# ---- design 1 ----
Figure 1. Ports around the boundary (design 1).
Pins as bars across the die edge, other pins in gray.
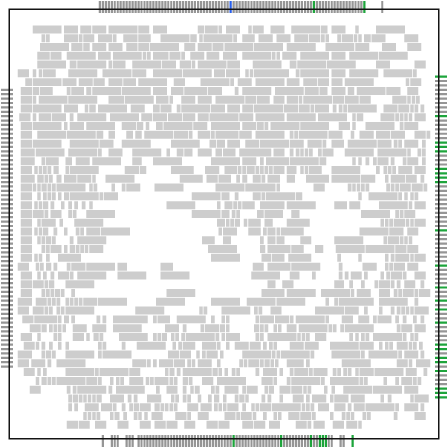
Figure 2. Routing congestion (design 1).
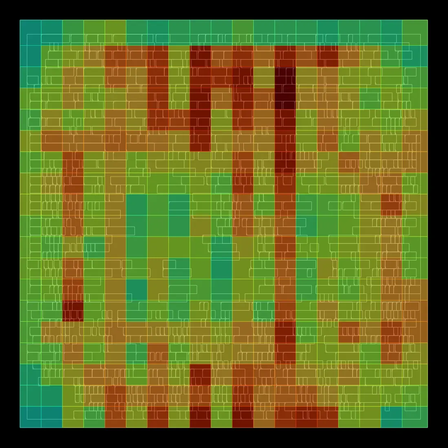
Figure 3. Routed clock nets over the placement (design 1).
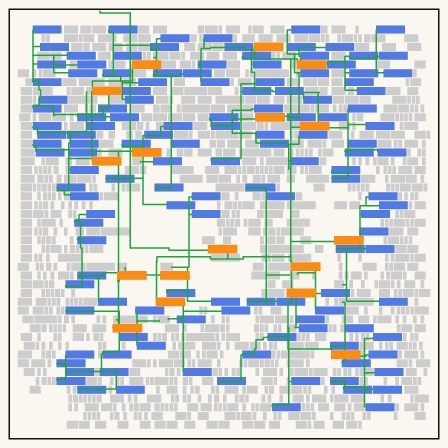
--- src/rtl/apb_master_arb.sv ---
// apb_master_arb: two-requester round-robin arbiter driving a single APB master port.
// Optional ACCESS-phase timeout: define APB_MASTER_ARB_TIMEOUT_EN to compile it in.
// Grants are combinational in IDLE so the winner sees gnt in the same cycle its
// request is latched; responses are registered and pulse one cycle after completion.

module apb_master_arb #(
    parameter int ADDR_W         = 32,
    parameter int DATA_W         = 32,
    parameter int TIMEOUT_CYCLES = 16
) (
    input  logic              pclk,
    input  logic              presetn,
    // requester 0
    input  logic              req0_valid,
    input  logic              req0_write,
    input  logic [ADDR_W-1:0] req0_addr,
    input  logic [DATA_W-1:0] req0_wdata,
    output logic              req0_gnt,
    output logic              rsp0_valid,
    output logic [DATA_W-1:0] rsp0_rdata,
    output logic              rsp0_err,
    // requester 1
    input  logic              req1_valid,
    input  logic              req1_write,
    input  logic [ADDR_W-1:0] req1_addr,
    input  logic [DATA_W-1:0] req1_wdata,
    output logic              req1_gnt,
    output logic              rsp1_valid,
    output logic [DATA_W-1:0] rsp1_rdata,
    output logic              rsp1_err,
    // APB master
    output logic [ADDR_W-1:0] paddr,
    output logic [DATA_W-1:0] pwdata,
    output logic              psel,
    output logic              penable,
    output logic              pwrite,
    input  logic [DATA_W-1:0] prdata,
    input  logic              pready,
    input  logic              pslverr
);

    typedef enum logic [1:0] {IDLE = 2'd0, SETUP = 2'd1, ACCESS = 2'd2} state_t;

    state_t state, state_nxt;
    logic   last_grant;   // also identifies the owner of the in-flight transfer
    logic   win;
    logic   grant;
    logic   done;
    logic   tmo_hit;
    logic   tmo_fire;

    logic [1:0]             rsp_vld;
    logic [1:0][DATA_W-1:0] rsp_rd;
    logic [1:0]             rsp_er;

    // Round-robin pick: on a tie, favour the requester not granted last
    always_comb begin
        win = 1'b0;
        if (req0_valid && req1_valid) win = ~last_grant;
        else if (req1_valid)          win = 1'b1;
    end

    // State register
    always_ff @(posedge pclk or negedge presetn) begin
        if (!presetn) state <= IDLE;
        else          state <= state_nxt;
    end

    // Next state, APB control and grant pulses; gnt is gated by reset so a
    // pending request during reset never shows a grant
    always_comb begin
        state_nxt = state;
        psel      = 1'b0;
        penable   = 1'b0;
        req0_gnt  = 1'b0;
        req1_gnt  = 1'b0;
        grant     = 1'b0;
        done      = 1'b0;
        tmo_fire  = 1'b0;
        case (state)
            IDLE: begin
                if (presetn && (req0_valid || req1_valid)) begin
                    grant     = 1'b1;
                    req0_gnt  = ~win;
                    req1_gnt  = win;
                    state_nxt = SETUP;
                end
            end
            SETUP: begin
                psel      = 1'b1;
                state_nxt = ACCESS;
            end
            ACCESS: begin
                psel    = 1'b1;
                penable = 1'b1;
                if (pready) begin
                    done      = 1'b1;
                    state_nxt = IDLE;
                end else if (tmo_hit) begin
                    tmo_fire  = 1'b1;
                    state_nxt = IDLE;
                end
            end
            default: state_nxt = IDLE;
        endcase
    end

`ifdef APB_MASTER_ARB_TIMEOUT_EN
    localparam int TW = $clog2(TIMEOUT_CYCLES + 1);
    logic [TW-1:0] tmo_cnt;

    // Count consecutive wait-state ACCESS cycles; cleared whenever the slave is ready or we leave ACCESS
    always_ff @(posedge pclk or negedge presetn) begin
        if (!presetn)                      tmo_cnt <= '0;
        else if (state == ACCESS && !pready) tmo_cnt <= tmo_cnt + TW'(1);
        else                               tmo_cnt <= '0;
    end

    // Fires on the TIMEOUT_CYCLES-th wait cycle (counter holds the count of earlier ones)
    assign tmo_hit = (tmo_cnt == TW'(TIMEOUT_CYCLES - 1));
`else
    assign tmo_hit = 1'b0;
`endif

    // Latch the winner's command on the grant; values persist through IDLE
    always_ff @(posedge pclk or negedge presetn) begin
        if (!presetn) begin
            last_grant <= 1'b1;
            pwrite     <= 1'b0;
            paddr      <= '0;
            pwdata     <= '0;
        end else if (grant) begin
            last_grant <= win;
            pwrite     <= win ? req1_write : req0_write;
            paddr      <= win ? req1_addr  : req0_addr;
            if (win) pwdata <= req1_write ? req1_wdata : '0;
            else     pwdata <= req0_write ? req0_wdata : '0;
        end
    end

    // One-cycle response pulse to the transfer owner; data/err are zero when not pulsing
    always_ff @(posedge pclk or negedge presetn) begin
        if (!presetn) begin
            rsp_vld <= '0;
            rsp_rd  <= '0;
            rsp_er  <= '0;
        end else begin
            rsp_vld <= '0;
            rsp_rd  <= '0;
            rsp_er  <= '0;
            if (done) begin
                rsp_vld[last_grant] <= 1'b1;
                rsp_rd[last_grant]  <= pwrite ? '0 : prdata;
                rsp_er[last_grant]  <= pslverr;
            end else if (tmo_fire) begin
                rsp_vld[last_grant] <= 1'b1;
                rsp_er[last_grant]  <= 1'b1;
            end
        end
    end

    assign rsp0_valid = rsp_vld[0];
    assign rsp0_rdata = rsp_rd[0];
    assign rsp0_err   = rsp_er[0];
    assign rsp1_valid = rsp_vld[1];
    assign rsp1_rdata = rsp_rd[1];
    assign rsp1_err   = rsp_er[1];

endmodule

--- config.mk ---
export PLATFORM = sky130hd
export DESIGN_NAME = apb_master_arb
export DESIGN_NICKNAME = d
export VERILOG_FILES = /design/src/rtl/apb_master_arb.sv
export SDC_FILE = /design/constraint.sdc
export NUM_CORES = 1
export LEC_CHECK = 0
export ABC_AREA = 1
export CAP_MARGIN = 20
export CORE_MARGIN = 2
export CORE_UTILIZATION = 36
export CTS_CLUSTER_SIZE = 28
export DETAILED_ROUTE_END_ITERATION = 16
export PLACE_DENSITY = 0.76
export SKIP_CTS_REPAIR_TIMING = 1
export SYNTH_ARGS = -nofsm -noshare
export SYNTH_HDL_FRONTEND = slang
export SYNTH_SLANG_ARGS = --single-unit
export TNS_END_PERCENT = 100
--- constraint.sdc ---
create_clock -name pclk -period 1.3 [get_ports pclk]
set_input_delay 0.13 -clock pclk [delete_from_list [all_inputs] [get_ports pclk]]
set_output_delay 0.13 -clock pclk [all_outputs]
set_load 0.02 [all_outputs]
==> GITHUB_STEP_SUMMARY <==
## PnR job results

| Metric | Value |
|---|---|
| Status | complete, but fails checks |
| Failing checks | negative setup slack |
| Final-layout non-clock buffer area share | 37.4% |
| Dpl hpwl | 13300 µm |
| Worst min path class | in2reg |
| Cts bufs inserted | 17 |
| Fin crit share | 122% |
| Tool warnings | 29 |
| Nonclk buf count | 353 |
| Worst Path Arrival | 1.45 ns |
| Slack of the critical path | -0.284 ns |
| Comb gates | 544 |
| Initial antenna violation count | 0 |
| Finish-stage setup viols | 136 |
| #FFs+latches synth | 136 |
About Figure 1:
| color | port | pins | direction | edge |
|---|---|---|---|---|
| blue | `rsp1_err` | 1 | output | north |
| green | `paddr` | 32 | output | 23 east, 7 south, 2 north |
all pins by edge: 91 north, 76 south, 74 east, 64 west

About Figure 2:
GRT Total Usage: 21.5%
Top Usage Layer GRT: met2
met2 Use GR: 37.4%
GRT met1 Usage: 24.4%
met3 Use GR: 6.25%

About Figure 3:
[orange] clock-net drivers | count: 17
[blue] flip-flops | count: 136
[green] clock wires | length: 1740 µm
flops lie: spread over the die
routed clock nets: 18

cell families (layout without fill, tap and decap cells):
group | after synthesis | in the layout | synth area share, %
AND-OR/OR-AND | 36 | 36 | 3.28
flip-flops | 136 | 136 | 57.3
adder cells (fa/ha/maj) | 3 | 3 | 0.632
AND/OR/NAND/NOR | 505 | 505 | 32.1
buffers and inverters | 87 | 428 | 6.69
worst register-to-register path, cell delays in order (launching register included):
cell       delay [ns]
dfrtp_1          0.38
inv_2            0.08
buf_4            0.11
buf_6            0.09
ha_4             0.15
nand2_4          0.07
nor2_4           0.15
inv_4            0.09
clkbuf_16        0.18
nor2_1           0.14
how the worst max path moves through the flow:
stage / from / end / slack [ns]
2_1_floorplan: state[0]$_DFFE_PN0P_ / pwdata[13]$_DFFE_PN0P_ / 0.005
3_3_place_gp: req0_valid / req1_gnt / -0.56
3_5_place_dp: req0_valid / req1_gnt / -0.61
4_1_cts: state[0]$_DFFE_PN0P_ / req1_gnt / -0.84
5_1_grt: state[1]$_DFFE_PN0P_ / req0_gnt / -0.33
6_report: state[1]$_DFFE_PN0P_ / req0_gnt / -0.28

# ---- design 2 ----
**src/rtl/iter_shifter.sv**
```systemverilog
// Bit-serial shifter: one bit position per clock, valid/ready on both sides.
// Sequential stand-in for the single-cycle barrel shifter.
module iter_shifter #(
    parameter int DATA_WIDTH  = 32,
    parameter int SHAMT_WIDTH = 5
) (
    input  logic                   clk,
    input  logic                   rst_n,
    input  logic                   in_valid,
    output logic                   in_ready,
    input  logic [DATA_WIDTH-1:0]  A,
    input  logic [SHAMT_WIDTH-1:0] B,
    input  logic [1:0]             Shiftop,
    output logic                   out_valid,
    input  logic                   out_ready,
    output logic [DATA_WIDTH-1:0]  Result
);

    typedef enum logic [1:0] {
        IDLE  = 2'd0,
        SHIFT = 2'd1,
        DONE  = 2'd2
    } state_t;

    localparam logic [SHAMT_WIDTH-1:0] CNT_ONE = SHAMT_WIDTH'(1);

    state_t                 state_q, state_d;
    logic [DATA_WIDTH-1:0]  work_q, work_d;
    logic [SHAMT_WIDTH-1:0] cnt_q, cnt_d;
    logic [1:0]             op_q, op_d;
    logic                   in_ready_q, in_ready_d;
    logic                   out_valid_q, out_valid_d;
    logic [DATA_WIDTH-1:0]  step;

    always_comb begin
        step = work_q;
        unique case (op_q)
            2'b00: step = {work_q[DATA_WIDTH-2:0], 1'b0};
            2'b10: step = {1'b0, work_q[DATA_WIDTH-1:1]};
            2'b11: step = {work_q[DATA_WIDTH-1], work_q[DATA_WIDTH-1:1]};
            2'b01: step = {work_q[0], work_q[DATA_WIDTH-1:1]};
            default: step = work_q;
        endcase
    end

    always_comb begin
        state_d = state_q;
        work_d  = work_q;
        cnt_d   = cnt_q;
        op_d    = op_q;
        unique case (state_q)
            IDLE: begin
                if (in_valid && in_ready_q) begin
                    work_d  = A;
                    cnt_d   = B;
                    op_d    = Shiftop;
                    state_d = (B == '0) ? DONE : SHIFT;
                end
            end
            SHIFT: begin
                work_d = step;
                cnt_d  = cnt_q - CNT_ONE;
                if (cnt_q == CNT_ONE) state_d = DONE;
            end
            DONE: begin
                if (out_valid_q && out_ready) state_d = IDLE;
            end
            default: state_d = IDLE;
        endcase
        in_ready_d  = (state_d == IDLE);
        // out_valid trails DONE entry by one cycle and drops on handshake
        out_valid_d = (state_q == DONE) && (state_d == DONE);
    end

    always_ff @(posedge clk or negedge rst_n) begin
        if (!rst_n) begin
            state_q     <= IDLE;
            work_q      <= '0;
            cnt_q       <= '0;
            op_q        <= 2'b00;
            in_ready_q  <= 1'b1;
            out_valid_q <= 1'b0;
        end else begin
            state_q     <= state_d;
            work_q      <= work_d;
            cnt_q       <= cnt_d;
            op_q        <= op_d;
            in_ready_q  <= in_ready_d;
            out_valid_q <= out_valid_d;
        end
    end

    assign in_ready  = in_ready_q;
    assign out_valid = out_valid_q;
    assign Result    = work_q;

endmodule

```
**config.mk**
```make
export PLATFORM = sky130hd
export DESIGN_NAME = iter_shifter
export DESIGN_NICKNAME = d
export VERILOG_FILES = /design/src/rtl/iter_shifter.sv
export SDC_FILE = /design/constraint.sdc
export NUM_CORES = 1
export LEC_CHECK = 0
export CELL_PAD_IN_SITES_DETAIL_PLACEMENT = 1
export CELL_PAD_IN_SITES_GLOBAL_PLACEMENT = 2
export CORE_MARGIN = 5
export CORE_UTILIZATION = 29
export DETAILED_ROUTE_END_ITERATION = 10
export GPL_TIMING_DRIVEN = 1
export PLACE_DENSITY_LB_ADDON = 0.1
export SETUP_SLACK_MARGIN = 0.3
export SLEW_MARGIN = 20
export SYNTH_ARGS = -nofsm -noshare
export SYNTH_HDL_FRONTEND = slang
export SYNTH_SLANG_ARGS = --single-unit
```
**constraint.sdc**
```tcl
create_clock -name clk -period 1.64 [get_ports clk]
set_input_delay 0.41 -clock clk [delete_from_list [all_inputs] [get_ports clk]]
set_output_delay 0.41 -clock clk [all_outputs]
set_load 0.1 [all_outputs]
```
==> GITHUB_STEP_SUMMARY <==
## PnR job results

| Metric | Value |
|---|---|
| Port Buffers | 76 |
| Initial Util | 29.7% |
| Filler instances | 948 |
| Hold Buf Count CTS | 1 |
| DP Area | 4050 µm² |
| Slew Limit Fails | 0 |
| Status | completed |
| Worst Setup End Kind | output port |
| Synth Seq Share | 39.3% |
| Final ANT Viol Nets | 0 |
| IO Count | 77 |
| Die width | 107 µm |
| Slew margin rel. | 71.8% |
| First-pass iteration count of the detailed router | 4 |
| EDFF count, synth | 0 |
| Largest net degree at the start of global routing | 34 |
| Net Count, Synth | 323 |
| Core area | 9240 µm² |
[logic make-up (layout without fill, tap and decap cells)]
logic type / after synthesis / count (layout) / synth area share, %
DFF: 43 / 43 / 39.3
adders and majority gates: 2 / 2 / 0.912
AOI/OAI and AO/OA: 138 / 138 / 40.4
and+or+nand+nor: 59 / 62 / 11.1
muxes: 1 / 1 / 0.410
buffers and inverters: 35 / 173 / 7.84
[area by class of cell]
type / count / area share, %
well taps: 129 / 3.03
repair buffers: 161 / 38.1
clock buffers: 8 / 1.88
flip-flops and latches: 43 / 21.1
inverters: 4 / 0.282
multi-input cells: 203 / 35.6
[metal layers]
layer	up-vias	GRT usage (%)	wire length, µm
li1	1339	-	-
met1	1488	28.2	5320
met2	68	35.3	5940
met3	16	3.66	405
met4	0	5.30	210
met5	-	0	0
[sequential cells by signal (all words and copies together), names as in the netlist]
signal     count
out_valid      1
Result        32
state_q        2
in_ready       1
cnt_q          5
op_q           2
Figure 4. Routed clock nets over the placement (design 2).
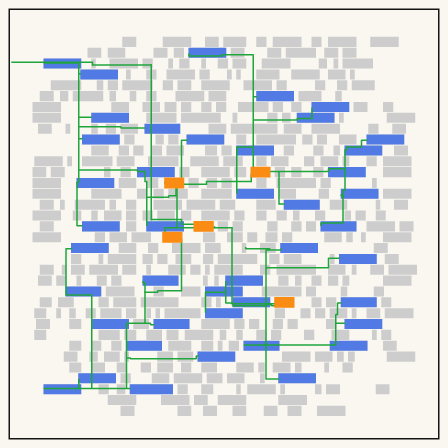
[green] clock wires | length: 731 µm
[blue] flip-flops | count: 43
[orange] clock-net drivers | count: 5
routed clock nets: 6

Figure 5. Placed cells, one color a class (design 2).
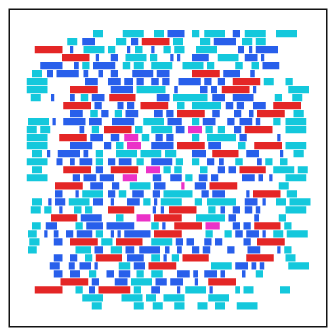
| color | class | cells | share of their area |
|---|---|---|---|
| cyan | remaining buffers and delay cells | 161 | 39% |
| blue | remaining logic cells | 207 | 37% |
| red | registers | 43 | 22% |
| magenta | clock drivers and dummy loads | 8 | 1.9% |

Figure 6. Ports around the boundary (design 2).
Pins as bars across the die edge, other pins in gray.
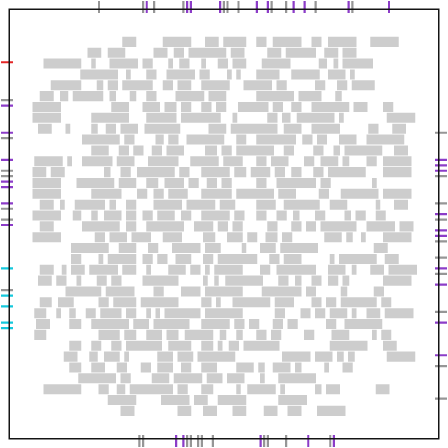
| color | port | pins | direction | edge |
|---|---|---|---|---|
| red | `clk` | 1 | input | west |
| purple | `Result` | 32 | output | 10 east, 10 north, 7 west, 5 south |
| cyan | `B` | 5 | input | west |


# ---- design 3 ----
==> config.mk <==
export PLATFORM = sky130hd
export DESIGN_NAME = cdu_read_counter
export DESIGN_NICKNAME = d
export VERILOG_FILES = /design/src/rtl/cdu_read_counter.sv
export SDC_FILE = /design/constraint.sdc
export NUM_CORES = 1
export LEC_CHECK = 0
export ABC_CLOCK_PERIOD_IN_PS = 4400
export CAP_MARGIN = 30
export CORE_MARGIN = 1.5
export CORE_UTILIZATION = 51
export CTS_CLUSTER_DIAMETER = 60
export DETAILED_ROUTE_END_ITERATION = 16
export GPL_ROUTABILITY_DRIVEN = 0
export PLACE_DENSITY = 0.77
export RECOVER_POWER = 50
export SYNTH_ARGS = -nofsm -noshare
export SYNTH_HDL_FRONTEND = slang
export SYNTH_SLANG_ARGS = --single-unit
==> constraint.sdc <==
create_clock -name CLOCKH -period 4.4 [get_ports CLOCKH]
set_input_delay 0.88 -clock CLOCKH [delete_from_list [all_inputs] [get_ports CLOCKH]]
set_output_delay 0.88 -clock CLOCKH [all_outputs]
set_load 0.05 [all_outputs]
==> src/rtl/cdu_read_counter.sv <==
`default_nettype none
// +--------------------------------------------------------------------------+
// | Module  : cdu_read_counter                                               |
// | Brief   : CDU read-counter stage. Accumulates step edges into a 16-bit   |
// |           angle and drains a signed pending count to the AGC over a      |
// |           plus/minus request-acknowledge handshake.                      |
// | Rev     : 1.0  initial release                                           |
// +--------------------------------------------------------------------------+
module cdu_read_counter #(
  parameter int W_F1   = 1,
  parameter int W_F2   = 4,
  parameter int W_C1   = 64,
  parameter int PEND_W = 9
) (
  input  logic              CLOCKH,
  input  logic              rst,
  input  logic              CCDUZ,
  input  logic              UPLVL,
  input  logic              DNLVL,
  input  logic              TPF1,
  input  logic              TPF2,
  input  logic              TPC1,
  input  logic              AGC_ACK,
  output logic              PLUS_REQ,
  output logic              MINUS_REQ,
  output logic [15:0]       READ_CTR,
  output logic [PEND_W-1:0] PEND,
  output logic              OVF
);

  // Internal arithmetic width: wide enough for the 16-bit angle delta and for
  // PEND + delta - ack without overflowing before the clamp is applied.
  localparam int SW = ((PEND_W > 16) ? PEND_W : 16) + 2;

  localparam logic signed [SW-1:0] c_w_f1 = SW'(W_F1);
  localparam logic signed [SW-1:0] c_w_f2 = SW'(W_F2);
  localparam logic signed [SW-1:0] c_w_c1 = SW'(W_C1);
  localparam logic signed [SW-1:0] c_pmax = SW'((1 << (PEND_W - 1)) - 1);
  localparam logic signed [SW-1:0] c_nmax = -c_pmax;

  typedef enum logic [1:0] {
    S_IDLE  = 2'd0,
    S_REQ_P = 2'd1,
    S_REQ_M = 2'd2,
    S_GAP   = 2'd3
  } state_t;

  state_t              state_q, state_d;
  logic [2:0]          hist_q, hist_d;
  logic [15:0]         read_q, read_d;
  logic [PEND_W-1:0]   pend_q, pend_d;
  logic                ovf_q, ovf_d;

  logic [2:0]          w_edges;
  logic                w_up;
  logic                w_dn;
  logic signed [SW-1:0] w_mag;
  logic signed [SW-1:0] w_delta;
  logic signed [SW-1:0] w_ack_term;
  logic signed [SW-1:0] w_pend_ext;
  logic signed [SW-1:0] w_sum;
  logic                w_ack_acc;
  logic                w_pend_pos;
  logic                w_pend_neg;

  // Step decode and delta
  always_comb begin
    hist_d  = {TPC1, TPF2, TPF1};
    w_edges = hist_d & ~hist_q;
    w_up    = UPLVL & ~DNLVL;
    w_dn    = DNLVL & ~UPLVL;
    w_mag   = (w_edges[0] ? c_w_f1 : '0)
            + (w_edges[1] ? c_w_f2 : '0)
            + (w_edges[2] ? c_w_c1 : '0);
    w_delta = '0;
    if (w_up) begin
      w_delta = w_mag;
    end else if (w_dn) begin
      w_delta = -w_mag;
    end
  end

  // Acknowledge accounting: only an ack seen while a request is live counts.
  always_comb begin
    w_ack_acc  = AGC_ACK & ((state_q == S_REQ_P) | (state_q == S_REQ_M));
    w_ack_term = '0;
    if (w_ack_acc) begin
      w_ack_term = (state_q == S_REQ_P) ? SW'(1) : -SW'(1);
    end
  end

  // Accumulators with saturation on the pending count
  always_comb begin
    w_pend_ext = {{(SW - PEND_W){pend_q[PEND_W-1]}}, pend_q};
    w_sum      = w_pend_ext + w_delta - w_ack_term;
    read_d     = read_q + w_delta[15:0];
    pend_d     = w_sum[PEND_W-1:0];
    ovf_d      = ovf_q;
    if (w_sum > c_pmax) begin
      pend_d = c_pmax[PEND_W-1:0];
      ovf_d  = 1'b1;
    end else if (w_sum < c_nmax) begin
      pend_d = c_nmax[PEND_W-1:0];
      ovf_d  = 1'b1;
    end
    if (CCDUZ) begin
      read_d = '0;
      pend_d = '0;
      ovf_d  = 1'b0;
    end
  end

  // Request FSM next state
  always_comb begin
    w_pend_neg = pend_q[PEND_W-1];
    w_pend_pos = ~pend_q[PEND_W-1] & (|pend_q);
    state_d    = state_q;
    case (state_q)
      S_IDLE: begin
        if (w_pend_pos) begin
          state_d = S_REQ_P;
        end else if (w_pend_neg) begin
          state_d = S_REQ_M;
        end
      end
      S_REQ_P, S_REQ_M: begin
        if (AGC_ACK) begin
          state_d = S_GAP;
        end
      end
      S_GAP:   state_d = S_IDLE;
      default: state_d = S_IDLE;
    endcase
    if (CCDUZ) begin
      state_d = S_IDLE;
    end
  end

  always_ff @(posedge CLOCKH) begin
    if (rst) begin
      state_q <= S_IDLE;
      hist_q  <= '0;
      read_q  <= '0;
      pend_q  <= '0;
      ovf_q   <= 1'b0;
    end else begin
      state_q <= state_d;
      hist_q  <= hist_d;
      read_q  <= read_d;
      pend_q  <= pend_d;
      ovf_q   <= ovf_d;
    end
  end

  assign PLUS_REQ  = (state_q == S_REQ_P);
  assign MINUS_REQ = (state_q == S_REQ_M);
  assign READ_CTR  = read_q;
  assign PEND      = pend_q;
  assign OVF       = ovf_q;

endmodule
`default_nettype wire

Figure 7. Placed cells, one color a class (design 3).
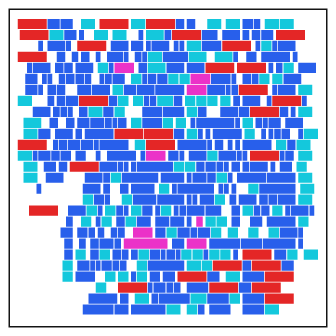
| color | class | cells | share of their area |
|---|---|---|---|
| magenta | clock drivers and dummy loads | 8 | 2.8% |
| red | registers | 31 | 15% |
| cyan | remaining buffers and delay cells | 109 | 22% |
| blue | remaining logic cells | 309 | 60% |

Figure 8. Ports around the boundary (design 3).
Pins as bars across the die edge, other pins in gray.
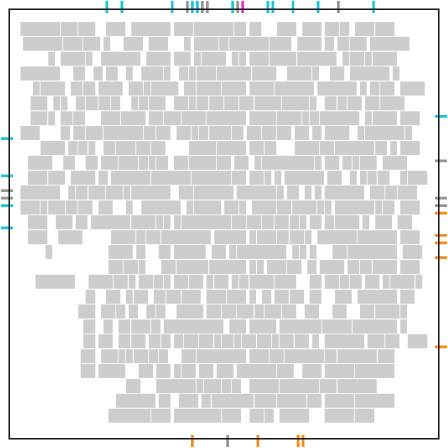
| color | port | pins | direction | edge |
|---|---|---|---|---|
| magenta | `DNLVL` | 1 | input | north |
| orange | `PEND` | 9 | output | 5 east, 4 south |
| cyan | `READ_CTR` | 16 | output | 11 north, 4 west, 1 east |

==> GITHUB_STEP_SUMMARY <==
## PnR job results

| Metric | Value |
|---|---|
| Status | completed |
| Asr flop ratio synth | 0% |
| RR Endpoint | PEND[7]$_SDFF_PP0_ |
| CTS H-Tree Depth | 2 |
| Ao+oa area frac | 20.4% |
| Core area | 5470 µm² |
| Initial DRC count | 293 |
| WP depth | 18 |
| Reg2reg setup slack | 0.34 ns |
| Synth Cell Area | 2890 µm² |
| Vias in the first global route | 3097 |
| CTS Buffer Depth | 2 |
| Max Clk Rate | 229 MHz |
| Wire per inst | 19.0 µm |
| Hold depth | 2 |
| Minimum clock period | 4.37 ns |
| Top cells by area | dfxtp_1 (21%), ha_1 (15%), fa_1 (7.6%) |
| Routed met1 length | 3930 µm |
| Setup bufs post-CTS | 7 |
| Filler instances | 343 |
| Nonclk buf count | 109 |
| DR WL met2 | 5000 µm |
| Most frequent cells in the layout | buf_4 (71), inv_1 (40), dfxtp_1 (31) |
| NumNets Final | 511 |
| Max_cap viols | 0 |
| Dpl hpwl | 5880 µm |
| Insertion delay to the later sink of the worst-skew pair | 0.30 ns |
| Largest net degree at the start of global routing | 29 |
| Clock Buffer Count | 6 |
| Critical path startpoint category | input port |
| Worst Path Arrival | 4.51 ns |
| Synth top cell by count | inv_1 |
| Vert. Die Dim | 78.3 µm |
| FF-to-FF Start | state_q[1]$_SDFFE_PP0P_ |
| WHS | 0.486 ns |
| WHS Endpoint | state_q[1]$_SDFFE_PP0P_ |
| Finish-stage setup viols | 0 |
| Synth cell count leaders | inv_1 (45), ha_1 (35), dfxtp_1 (31) |
| Initial Util | 52.8% |
| Synth mux share | 1.39% |
| Post-CTS sizing | 34 |
| Crit path max fanout | 9 |
| Port Buffers | 36 |
| Clock tree from TritonCTS | yes |
| Max incr delay on CP | 0.58 ns |
| P&R area growth vs syn | 48.7% |
| CTS root buffer | clkbuf_8 |
| Area-dominant class | multi-input combinational cells |
| Cts bufs inserted | 5 |
| Fin crit share | 99.4% |
| Comb gates | 264 |
| Synth Area in Simple Gates | 21.9% |
| XOR/XNOR Area Share | 5.15% |
| Reg clk slew, reported paths | 0.07 ns |
| Post-synth top flop | dfxtp_1 |
| Net Count, Synth | 402 |
| Yosys adder share | 22.8% |
| Fraction of area in registers | 14.4% |
| Routed vias | 3210 |
| Crit path buf inv count | 6 |
-- flip-flops by register name, summed over array words and instances, names as in the netlist --
signal,count
READ_CTR,16
state_q,2
PEND,9
hist_q,3
OVF,1
-- per-stage QoR --
step | utilization, % | worst slack [ns] | std cells
2_1_floorplan | - | 0.00306 | 347
3_3_place_gp | 69.1 | -0.404 | 511
3_5_place_dp | 69.1 | -0.573 | 511
4_1_cts | 75.4 | 0.0164 | 525
5_1_grt | 78.5 | -0.113 | 529
6_report | 78.5 | 0.0268 | 529
-- worst register-to-register path: cells and delay by family (launching register included) --
family / cells / cell delay (ns)
buffers and inverters: 7 / 0.97
and+or+nand+nor: 3 / 0.40
adders and majority gates: 3 / 1.13
AOI/OAI and AO/OA: 5 / 1.03
DFF: 1 / 0.37
-- per-layer routing --
layer	vias up	global-route usage, %
met5	-	0
met4	0	14.1
met3	41	4.65
met2	177	51.5
met1	1541	35.8
li1	1451	-


==> screenshots <==
Metal layers overlaid.
Two of the layers only.
picture 1
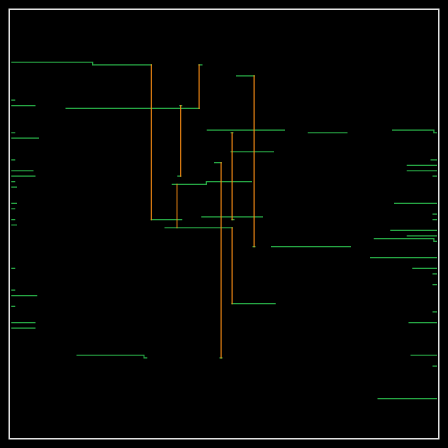
picture 2
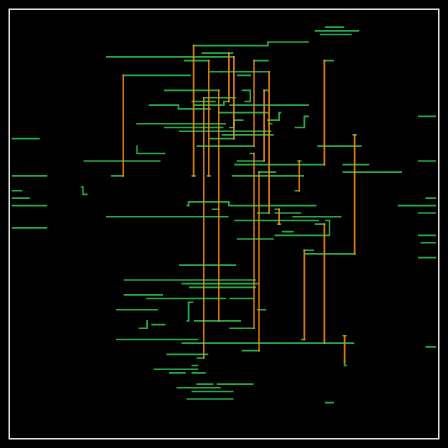
picture 3
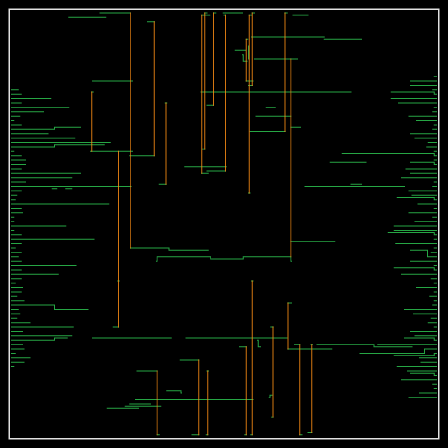
design 3: picture 2
design 2: picture 1
design 1: picture 3
Of these, least wire: picture 2

Key to picture 1:
| color | layer | wire length |
|---|---|---|
| green | M3 | 406 µm |
| orange | M4 | 211 µm |

